######## block 1 ########
Figure 1. Sequential cells grouped by signal name (block 1).
Other sequential cells in the stronger grey, the rest of the logic in the fainter grey.
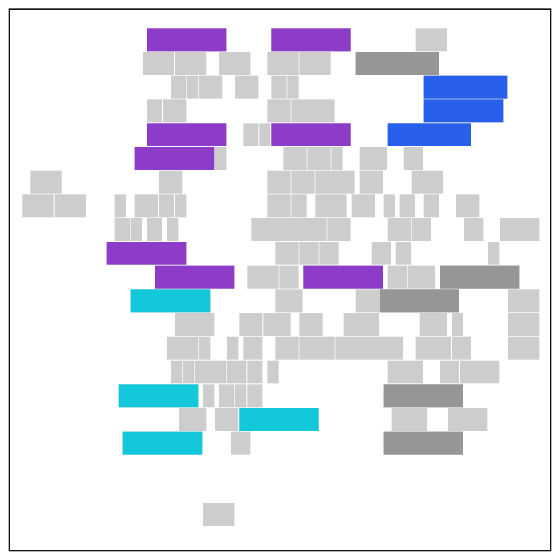

--- src/rtl/uart_pkg.sv ---
// Shared UART definitions: FSM state encoding, default frame geometry and a parity helper.
// Used by the transmitter and its bit timer, and later by the receiver.
package uart_pkg;

   localparam int UART_OVERSAMPLE = 16;
   localparam int UART_DATA_BITS  = 8;

   // Fixed encodings so existing register dumps and legacy tooling keep decoding the state.
   localparam logic [2:0] UART_ST_IDLE   = 3'd0;
   localparam logic [2:0] UART_ST_START  = 3'd1;
   localparam logic [2:0] UART_ST_DATA   = 3'd2;
   localparam logic [2:0] UART_ST_PARITY = 3'd3;
   localparam logic [2:0] UART_ST_STOP   = 3'd4;

   typedef enum logic [2:0] {
      ST_IDLE   = UART_ST_IDLE,
      ST_START  = UART_ST_START,
      ST_DATA   = UART_ST_DATA,
      ST_PARITY = UART_ST_PARITY,
      ST_STOP   = UART_ST_STOP
   } uart_tx_state_t;

   // Callers zero-extend narrower words; the padding bits do not change the XOR.
   function automatic logic uart_parity(input logic [8:0] i_word, input logic i_odd);
      return (^i_word) ^ i_odd;
   endfunction

endpackage

--- src/rtl/uart_bit_timer.sv ---
// Counts s_tick pulses per bit period and flags the last tick; latency: bit_end is combinational on the OVERSAMPLE-th tick.
// No backpressure: clear has priority over counting, so a tick in a clear cycle is dropped.
module uart_bit_timer
   import uart_pkg::*;
#(
   parameter int OVERSAMPLE = UART_OVERSAMPLE
) (
   input  logic clk,
   input  logic reset_n,
   input  logic s_tick,
   input  logic clear,
   output logic bit_end
);

   localparam int            CW   = (OVERSAMPLE > 1) ? $clog2(OVERSAMPLE) : 1;
   localparam logic [CW-1:0] LAST = CW'(OVERSAMPLE - 1);

   logic [CW-1:0] r_cnt;
   logic          w_last;

   assign w_last  = (r_cnt == LAST);
   assign bit_end = s_tick && w_last;

   // Explicit wrap keeps the period exact for non-power-of-two OVERSAMPLE.
   always_ff @(posedge clk or negedge reset_n) begin
      if (!reset_n) begin
         r_cnt <= '0;
      end else if (clear) begin
         r_cnt <= '0;
      end else if (s_tick) begin
         r_cnt <= w_last ? '0 : r_cnt + 1'b1;
      end
   end

endmodule

--- src/rtl/uart_tx_frame.sv ---
// UART transmitter: start, DATA_BITS LSB-first, optional parity (UART_TX_PARITY_EN), STOP_BITS stop; tx falls on the accept edge.
// Backpressure: tx_ready is high only in IDLE; tx_valid is ignored while a frame is in flight.
module uart_tx_frame
   import uart_pkg::*;
#(
   parameter int DATA_BITS  = UART_DATA_BITS,
   parameter int STOP_BITS  = 1,
   parameter int OVERSAMPLE = UART_OVERSAMPLE,
   parameter int PARITY_ODD = 0
) (
   input  logic                 clk,
   input  logic                 reset_n,
   input  logic                 s_tick,
   input  logic [DATA_BITS-1:0] data,
   input  logic                 tx_valid,
   output logic                 tx_ready,
   output logic                 tx,
   output logic                 tx_done,
   output logic                 busy
);

   localparam int            IW       = $clog2(DATA_BITS);
   localparam logic [IW-1:0] LAST_IDX = IW'(DATA_BITS - 1);

   if (DATA_BITS < 5 || DATA_BITS > 9) begin : g_bad_data_bits
      $error("uart_tx_frame: DATA_BITS must be 5..9");
   end
   if (STOP_BITS < 1 || STOP_BITS > 2) begin : g_bad_stop_bits
      $error("uart_tx_frame: STOP_BITS must be 1 or 2");
   end
   if (OVERSAMPLE < 2) begin : g_bad_oversample
      $error("uart_tx_frame: OVERSAMPLE must be at least 2");
   end
   if (PARITY_ODD < 0 || PARITY_ODD > 1) begin : g_bad_parity_odd
      $error("uart_tx_frame: PARITY_ODD must be 0 or 1");
   end

   uart_tx_state_t       r_state;
   uart_tx_state_t       w_state_nxt;
   logic [DATA_BITS-1:0] r_shift;
   logic [DATA_BITS-1:0] w_shift_nxt;
   logic [IW-1:0]        r_idx;
   logic [IW-1:0]        w_idx_nxt;
   logic                 r_stop_cnt;
   logic                 w_stop_nxt;
   logic                 r_tx;
   logic                 w_tx_nxt;
   logic                 r_done;
   logic                 w_done_nxt;
   logic                 w_bit_end;
   logic                 w_timer_clr;

`ifdef UART_TX_PARITY_EN
   logic                 r_parity;
`endif

   // Timer is held at zero while idle and restarted on every state change,
   // which also discards a tick that lands on the acceptance cycle.
   assign w_timer_clr = (r_state == ST_IDLE) || (w_state_nxt != r_state);

   uart_bit_timer #(
      .OVERSAMPLE (OVERSAMPLE)
   ) u_bit_timer (
      .clk     (clk),
      .reset_n (reset_n),
      .s_tick  (s_tick),
      .clear   (w_timer_clr),
      .bit_end (w_bit_end)
   );

   always_comb begin
      w_state_nxt = r_state;
      w_shift_nxt = r_shift;
      w_idx_nxt   = r_idx;
      w_stop_nxt  = r_stop_cnt;
      w_done_nxt  = 1'b0;
      case (r_state)
         ST_IDLE: begin
            if (tx_valid) begin
               w_state_nxt = ST_START;
               w_shift_nxt = data;
               w_idx_nxt   = '0;
               w_stop_nxt  = 1'b0;
            end
         end
         ST_START: begin
            if (w_bit_end) begin
               w_state_nxt = ST_DATA;
               w_idx_nxt   = '0;
            end
         end
         ST_DATA: begin
            if (w_bit_end) begin
               w_shift_nxt = r_shift >> 1;
               if (r_idx == LAST_IDX) begin
`ifdef UART_TX_PARITY_EN
                  w_state_nxt = ST_PARITY;
`else
                  w_state_nxt = ST_STOP;
`endif
                  w_stop_nxt  = 1'b0;
               end else begin
                  w_idx_nxt = r_idx + 1'b1;
               end
            end
         end
`ifdef UART_TX_PARITY_EN
         ST_PARITY: begin
            if (w_bit_end) begin
               w_state_nxt = ST_STOP;
               w_stop_nxt  = 1'b0;
            end
         end
`endif
         ST_STOP: begin
            if (w_bit_end) begin
               if (STOP_BITS == 1 || r_stop_cnt) begin
                  w_state_nxt = ST_IDLE;
                  w_done_nxt  = 1'b1;
               end else begin
                  w_stop_nxt = 1'b1;
               end
            end
         end
         default: begin
            w_state_nxt = ST_IDLE;
         end
      endcase
   end

   // tx is computed from the next state so the line register changes on the same edge as the FSM.
   always_comb begin
      w_tx_nxt = 1'b1;
      case (w_state_nxt)
         ST_START: w_tx_nxt = 1'b0;
         ST_DATA:  w_tx_nxt = w_shift_nxt[0];
`ifdef UART_TX_PARITY_EN
         ST_PARITY: w_tx_nxt = r_parity;
`endif
         default:  w_tx_nxt = 1'b1;
      endcase
   end

   always_ff @(posedge clk or negedge reset_n) begin
      if (!reset_n) begin
         r_state    <= ST_IDLE;
         r_shift    <= '0;
         r_idx      <= '0;
         r_stop_cnt <= 1'b0;
         r_tx       <= 1'b1;
         r_done     <= 1'b0;
      end else begin
         r_state    <= w_state_nxt;
         r_shift    <= w_shift_nxt;
         r_idx      <= w_idx_nxt;
         r_stop_cnt <= w_stop_nxt;
         r_tx       <= w_tx_nxt;
         r_done     <= w_done_nxt;
      end
   end

`ifdef UART_TX_PARITY_EN
   always_ff @(posedge clk or negedge reset_n) begin
      if (!reset_n) begin
         r_parity <= 1'b0;
      end else if (r_state == ST_IDLE && tx_valid) begin
         r_parity <= uart_parity(9'(data), PARITY_ODD[0]);
      end
   end
`endif

   assign tx       = r_tx;
   assign tx_done  = r_done;
   assign tx_ready = (r_state == ST_IDLE);
   assign busy     = ~tx_ready;

endmodule

--- config.mk ---
export PLATFORM = sky130hd
export DESIGN_NAME = uart_tx_frame
export DESIGN_NICKNAME = d
export VERILOG_FILES = /design/src/rtl/uart_pkg.sv /design/src/rtl/uart_bit_timer.sv /design/src/rtl/uart_tx_frame.sv
export SDC_FILE = /design/constraint.sdc
export NUM_CORES = 1
export LEC_CHECK = 0
export CORE_UTILIZATION = 30
export CTS_CLUSTER_SIZE = 24
export DETAILED_ROUTE_END_ITERATION = 16
export SLEW_MARGIN = 20
export SYNTH_ARGS = -nofsm -noshare
export SYNTH_HDL_FRONTEND = slang
export SYNTH_HIERARCHICAL = 1
export SYNTH_SLANG_ARGS = --single-unit
--- constraint.sdc ---
create_clock -name clk -period 2.1 [get_ports clk]
set_clock_uncertainty 0.05 [all_clocks]
set_input_delay 0.21 -clock clk [delete_from_list [all_inputs] [get_ports clk]]
set_output_delay 0.21 -clock clk [all_outputs]
set_load 0.01 [all_outputs]
######## block 2 ########
==> config.mk <==
export PLATFORM = sky130hd
export DESIGN_NAME = load_store_unit
export DESIGN_NICKNAME = d
export VERILOG_FILES = /design/src/rtl/load_store_unit.sv
export SDC_FILE = /design/constraint.sdc
export NUM_CORES = 1
export LEC_CHECK = 0
export CORE_MARGIN = 10
export CORE_UTILIZATION = 48
export DETAILED_ROUTE_END_ITERATION = 8
export PLACE_DENSITY = 0.81
export SYNTH_ARGS = -nofsm -noshare
export SYNTH_HDL_FRONTEND = slang
export SYNTH_SLANG_ARGS = --single-unit
==> constraint.sdc <==
create_clock -name clk_i -period 2.76 [get_ports clk_i]
set_clock_uncertainty 0.15 [all_clocks]
set_input_delay 0.552 -clock clk_i [delete_from_list [all_inputs] [get_ports clk_i]]
set_output_delay 0.552 -clock clk_i [all_outputs]
set_load 0.05 [all_outputs]
==> src/rtl/load_store_unit.sv <==
// Load/store initiator between the MEM stage and a word-organised data memory.
// Handles byte/half lane extraction with extension, and sub-word stores by read-modify-write.
module load_store_unit #(
    parameter int DATA_WIDTH = 32,
    parameter int ADDR_WIDTH = 32
) (
    input  logic                  clk_i,
    input  logic                  rst_ni,
    input  logic                  req_i,
    input  logic                  is_store_i,
    input  logic [1:0]            size_i,
    input  logic                  unsigned_i,
    input  logic [ADDR_WIDTH-1:0] addr_i,
    input  logic [DATA_WIDTH-1:0] store_data_i,
    output logic                  busy_o,
    output logic                  done_o,
    output logic                  err_o,
    output logic [DATA_WIDTH-1:0] load_data_o,
    output logic [ADDR_WIDTH-1:0] mem_addr_o,
    output logic [DATA_WIDTH-1:0] mem_write_data_o,
    output logic                  mem_write_o,
    output logic                  mem_read_o,
    input  logic [DATA_WIDTH-1:0] mem_data_read_i
);

    typedef enum logic [1:0] {IDLE, LOAD, STORE_RD, STORE_WR} state_t;

    state_t                state_q;
    logic [ADDR_WIDTH-1:0] mem_addr_q;
    logic [1:0]            offset_q;
    logic [1:0]            size_q;
    logic                  unsigned_q;
    logic [DATA_WIDTH-1:0] store_data_q;
    logic [DATA_WIDTH-1:0] merge_q;
    logic [DATA_WIDTH-1:0] load_data_q;
    logic                  done_q;
    logic                  err_q;

    logic                  access_illegal;
    logic [7:0]            byte_lane;
    logic [15:0]           half_lane;
    logic [DATA_WIDTH-1:0] load_ext_d;
    logic [DATA_WIDTH-1:0] write_word_d;

    assign access_illegal = (size_i == 2'b11) ||
                            (size_i == 2'b10 && addr_i[1:0] != 2'b00) ||
                            (size_i == 2'b01 && addr_i[0]);

    // Lane select is little-endian; the write word splices the new lane into the word read in STORE_RD.
    always_comb begin
        byte_lane    = mem_data_read_i[{offset_q, 3'b000} +: 8];
        half_lane    = mem_data_read_i[{offset_q[1], 4'b0000} +: 16];
        load_ext_d   = mem_data_read_i;
        write_word_d = store_data_q;
        case (size_q)
            2'b00: begin
                load_ext_d   = {{(DATA_WIDTH-8){~unsigned_q & byte_lane[7]}}, byte_lane};
                write_word_d = merge_q;
                write_word_d[{offset_q, 3'b000} +: 8] = store_data_q[7:0];
            end
            2'b01: begin
                load_ext_d   = {{(DATA_WIDTH-16){~unsigned_q & half_lane[15]}}, half_lane};
                write_word_d = merge_q;
                write_word_d[{offset_q[1], 4'b0000} +: 16] = store_data_q[15:0];
            end
            default: begin
                load_ext_d   = mem_data_read_i;
                write_word_d = store_data_q;
            end
        endcase
    end

    always_ff @(posedge clk_i or negedge rst_ni) begin
        if (!rst_ni) begin
            state_q      <= IDLE;
            mem_addr_q   <= '0;
            offset_q     <= '0;
            size_q       <= '0;
            unsigned_q   <= 1'b0;
            store_data_q <= '0;
            merge_q      <= '0;
            load_data_q  <= '0;
            done_q       <= 1'b0;
            err_q        <= 1'b0;
        end else begin
            done_q <= 1'b0;
            err_q  <= 1'b0;
            case (state_q)
                IDLE: begin
                    if (req_i) begin
                        mem_addr_q   <= {2'b00, addr_i[ADDR_WIDTH-1:2]};
                        offset_q     <= addr_i[1:0];
                        size_q       <= size_i;
                        unsigned_q   <= unsigned_i;
                        store_data_q <= store_data_i;
                        // Illegal accesses never leave IDLE, so memory is never touched.
                        if (access_illegal) begin
                            done_q <= 1'b1;
                            err_q  <= 1'b1;
                        end else if (!is_store_i) begin
                            state_q <= LOAD;
                        end else if (size_i == 2'b10) begin
                            state_q <= STORE_WR;
                        end else begin
                            state_q <= STORE_RD;
                        end
                    end
                end
                LOAD: begin
                    load_data_q <= load_ext_d;
                    done_q      <= 1'b1;
                    state_q     <= IDLE;
                end
                STORE_RD: begin
                    merge_q <= mem_data_read_i;
                    state_q <= STORE_WR;
                end
                STORE_WR: begin
                    done_q  <= 1'b1;
                    state_q <= IDLE;
                end
                default: state_q <= IDLE;
            endcase
        end
    end

    assign busy_o           = (state_q != IDLE);
    assign done_o           = done_q;
    assign err_o            = err_q;
    assign load_data_o      = load_data_q;
    assign mem_addr_o       = mem_addr_q;
    assign mem_write_data_o = write_word_d;
    assign mem_read_o       = (state_q == LOAD) || (state_q == STORE_RD);
    assign mem_write_o      = (state_q == STORE_WR);

endmodule

Figure 2. Close-up of the layout (block 2).
Scale bar: 20 um. Window x 10 to 60, y 10 to 60 um. Cells in grey, sequential cells in the stronger grey; small squares are vias.
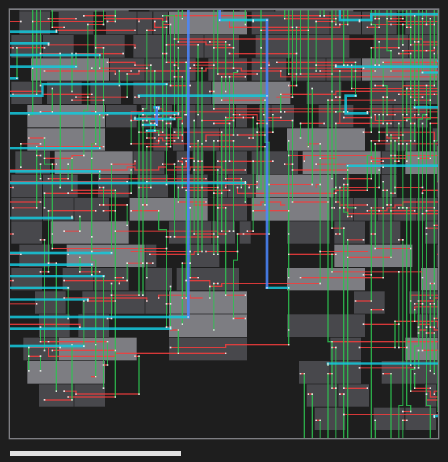
| layer | colour |
|---|---|
| metal 4 | blue |
| metal 2 | green |
| metal 1 | red |
| metal 3 | cyan |
most frequent: clkdlybuf4s50_1 (40), mux2_2 (22), dfrtp_1 (20)
cells with their middle in the window: 137
sequential cells in the window: 20
netlist names of flops here include: mem_addr_o (8), load_data_o (3), merge_q (3)

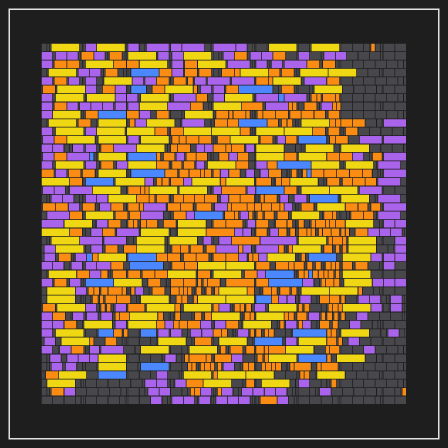
Figure 3: block 2, cell classes on the final placement.
Fill, decap, tap and diode cells in grey.
| class | colour | cells | share of their area |
|---|---|---|---|
| clock drivers and dummy loads | blue | 32 | 6.6% |
| combinational and other logic | orange | 421 | 33% |
| other buffers and delay cells | purple | 245 | 27% |
| flops | yellow | 135 | 33% |
Core Area: 0.01383 mm2
Cell Rows: 43
post-route cell area: 0.01048 mm2
flop share of the area: 0.3224
Final Util: 0.7582

==> qor.yml, block 2 <==
finish:
  syn_to_final_growth_pct: 55.28
  num-fill-cells: 814
  clock_area_frac: 0.06504
  diodes: 0
placement:
  place.gp.congestion: 0.9073
sta:
  setup_viol: 27
  setup_ws_ns: -0.1325
  fin_crit_ns: 2.892
global_routing:
  grt_util_met2: 0.4202
  use_met3: 0.09452
  use_met1: 0.2945
routing:
  drc_errors: 0
  drt-met1-wl_um: 9122
run:
  maxCapViolations: 0
outcome:
  violations: "setup timing"
  status: "complete, but fails checks"
logic_synthesis:
  yosys.area_share.aoi: 0.1516
  synth-edff-count: 0
  ys_types: 43
  ys_sh_adder: 0.01668
min_path:
  hp-start: "mem_addr_o[3]"
-- block 2: final timing paths --
kind	to	slack [ns]	cells past startpoint
setup / recovery	mem_write_data_o[15]	-0.13	8
hold / removal	mem_addr_o[3]	0.35	1
setup reg to reg	load_data_o[15]	0.40	6
hold reg to reg	mem_addr_o[3]	0.35	1
max in group asynchronous	load_data_o[8]	1.21	3
min in group asynchronous	done_o	0.51	2
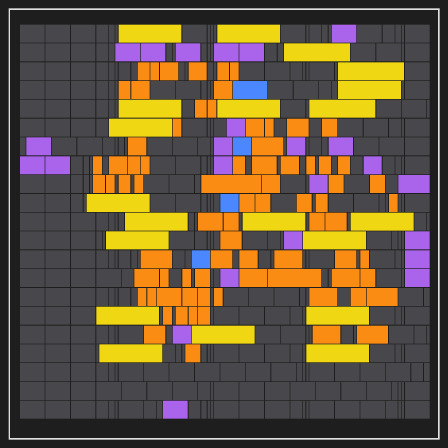
Figure 4: block 1, cell classes on the final placement.
Fill, decap, tap and diode cells in grey.
| class | colour | cells | share of their area |
|---|---|---|---|
| other buffers and delay cells | purple | 24 | 17% |
| combinational and other logic | orange | 77 | 42% |
| clock drivers and dummy loads | blue | 4 | 2.8% |
| flops | yellow | 20 | 39% |

## Picture notes: Figure 1
| signal | colour | flops |
|---|---|---|
| r_shift | purple | 8 |
| r_state | blue | 3 |
| u_bit_timer/r_cnt | cyan | 4 |
not coloured: 5

==> qor.yml, block 1 <==
outcome:
  status: "completed"
sta:
  tightest_slew_ns: 0.5890
  setup_ws_ns: 0.2082
  fin_crit_ns: 1.892
placement:
  port_buffers: 15
  place.gp.congestion: 0.7417
logic_synthesis:
  top_cells_by_area: "dfrtp_1, a22oi_1, o21ai_0"
  synth-edff-count: 0
  logic_family: "simple AND/OR/NAND/NOR gates"
global_routing:
  grt_pass1_wl_um: 3394
  grt_max_degree: 13
routing:
  viasPerCell: 4.895
  first_pass_iters: 4
  met2_length_um: 1073
  drc_errors: 0
cts:
  cts-resized-gates: 0
finish:
  finalInstanceArea_mm2: 0.001360
==> block 1: metal layers <==
layer | GRT usage | up-vias
li1 | - | 408
met1 | 0.1469 | 409
met2 | 0.2074 | 20
met3 | 0.02899 | 0
met4 | 0.06032 | 0
met5 | 0 | -
==> block 1: state kept, by name, indices dropped and copies added, names as in the netlist <==
signal and count:
u_bit_timer/r_cnt 4, r_shift 8, tx 1, tx_done 1, r_state 3, r_idx 3


==> layout pictures side by side <==
Cell outlines without signal wires.
picture 1
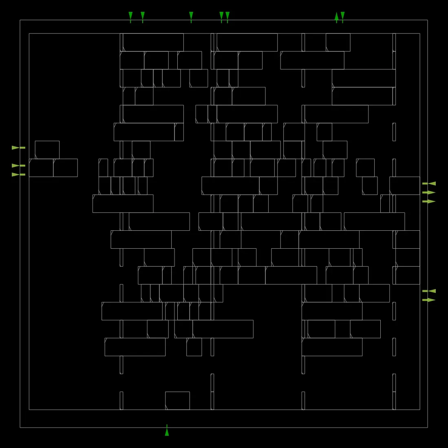
picture 2
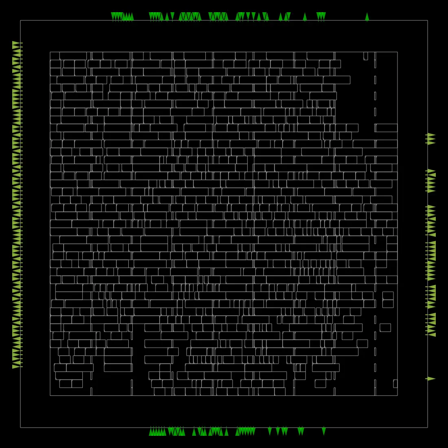
block 1: picture 1
block 2: picture 2
Of these, most cells: picture 2


==> notes/layouts.md <==
Pictures saved along the way, in no particular order.

Routed metal per tile.
(a)
Scale bar: 20 um. 12 x 12 tiles, from black (low) to pale yellow (high), scaled to the fullest tile. Values are wire area over tile area, all layers added.
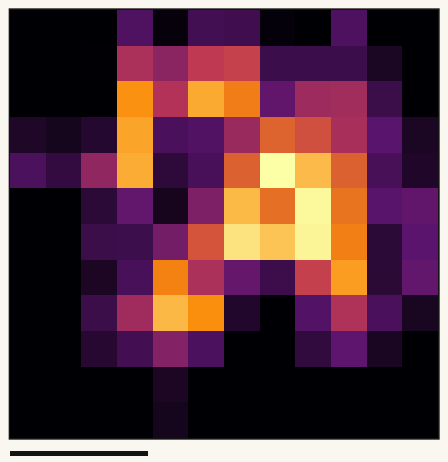
(b)
Scale bar: 50 um. 28 x 28 tiles, from black (low) to pale yellow (high), scaled to the fullest tile. Values are wire area over tile area, all layers added.
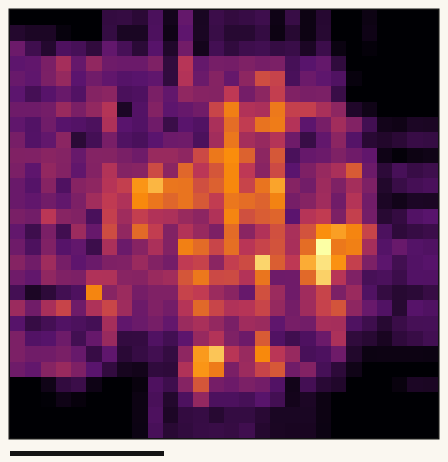
The one with the largest die is (b).
| picture | from |
|---|---|
| (b) | block 2 |
| (a) | block 1 |

Key to (a):
nearly empty tiles: 36%
emptiest ninth of the die: south-west
mean over tiles: 0.084
fullest tile: 0.35
tiles over half the peak: 19%

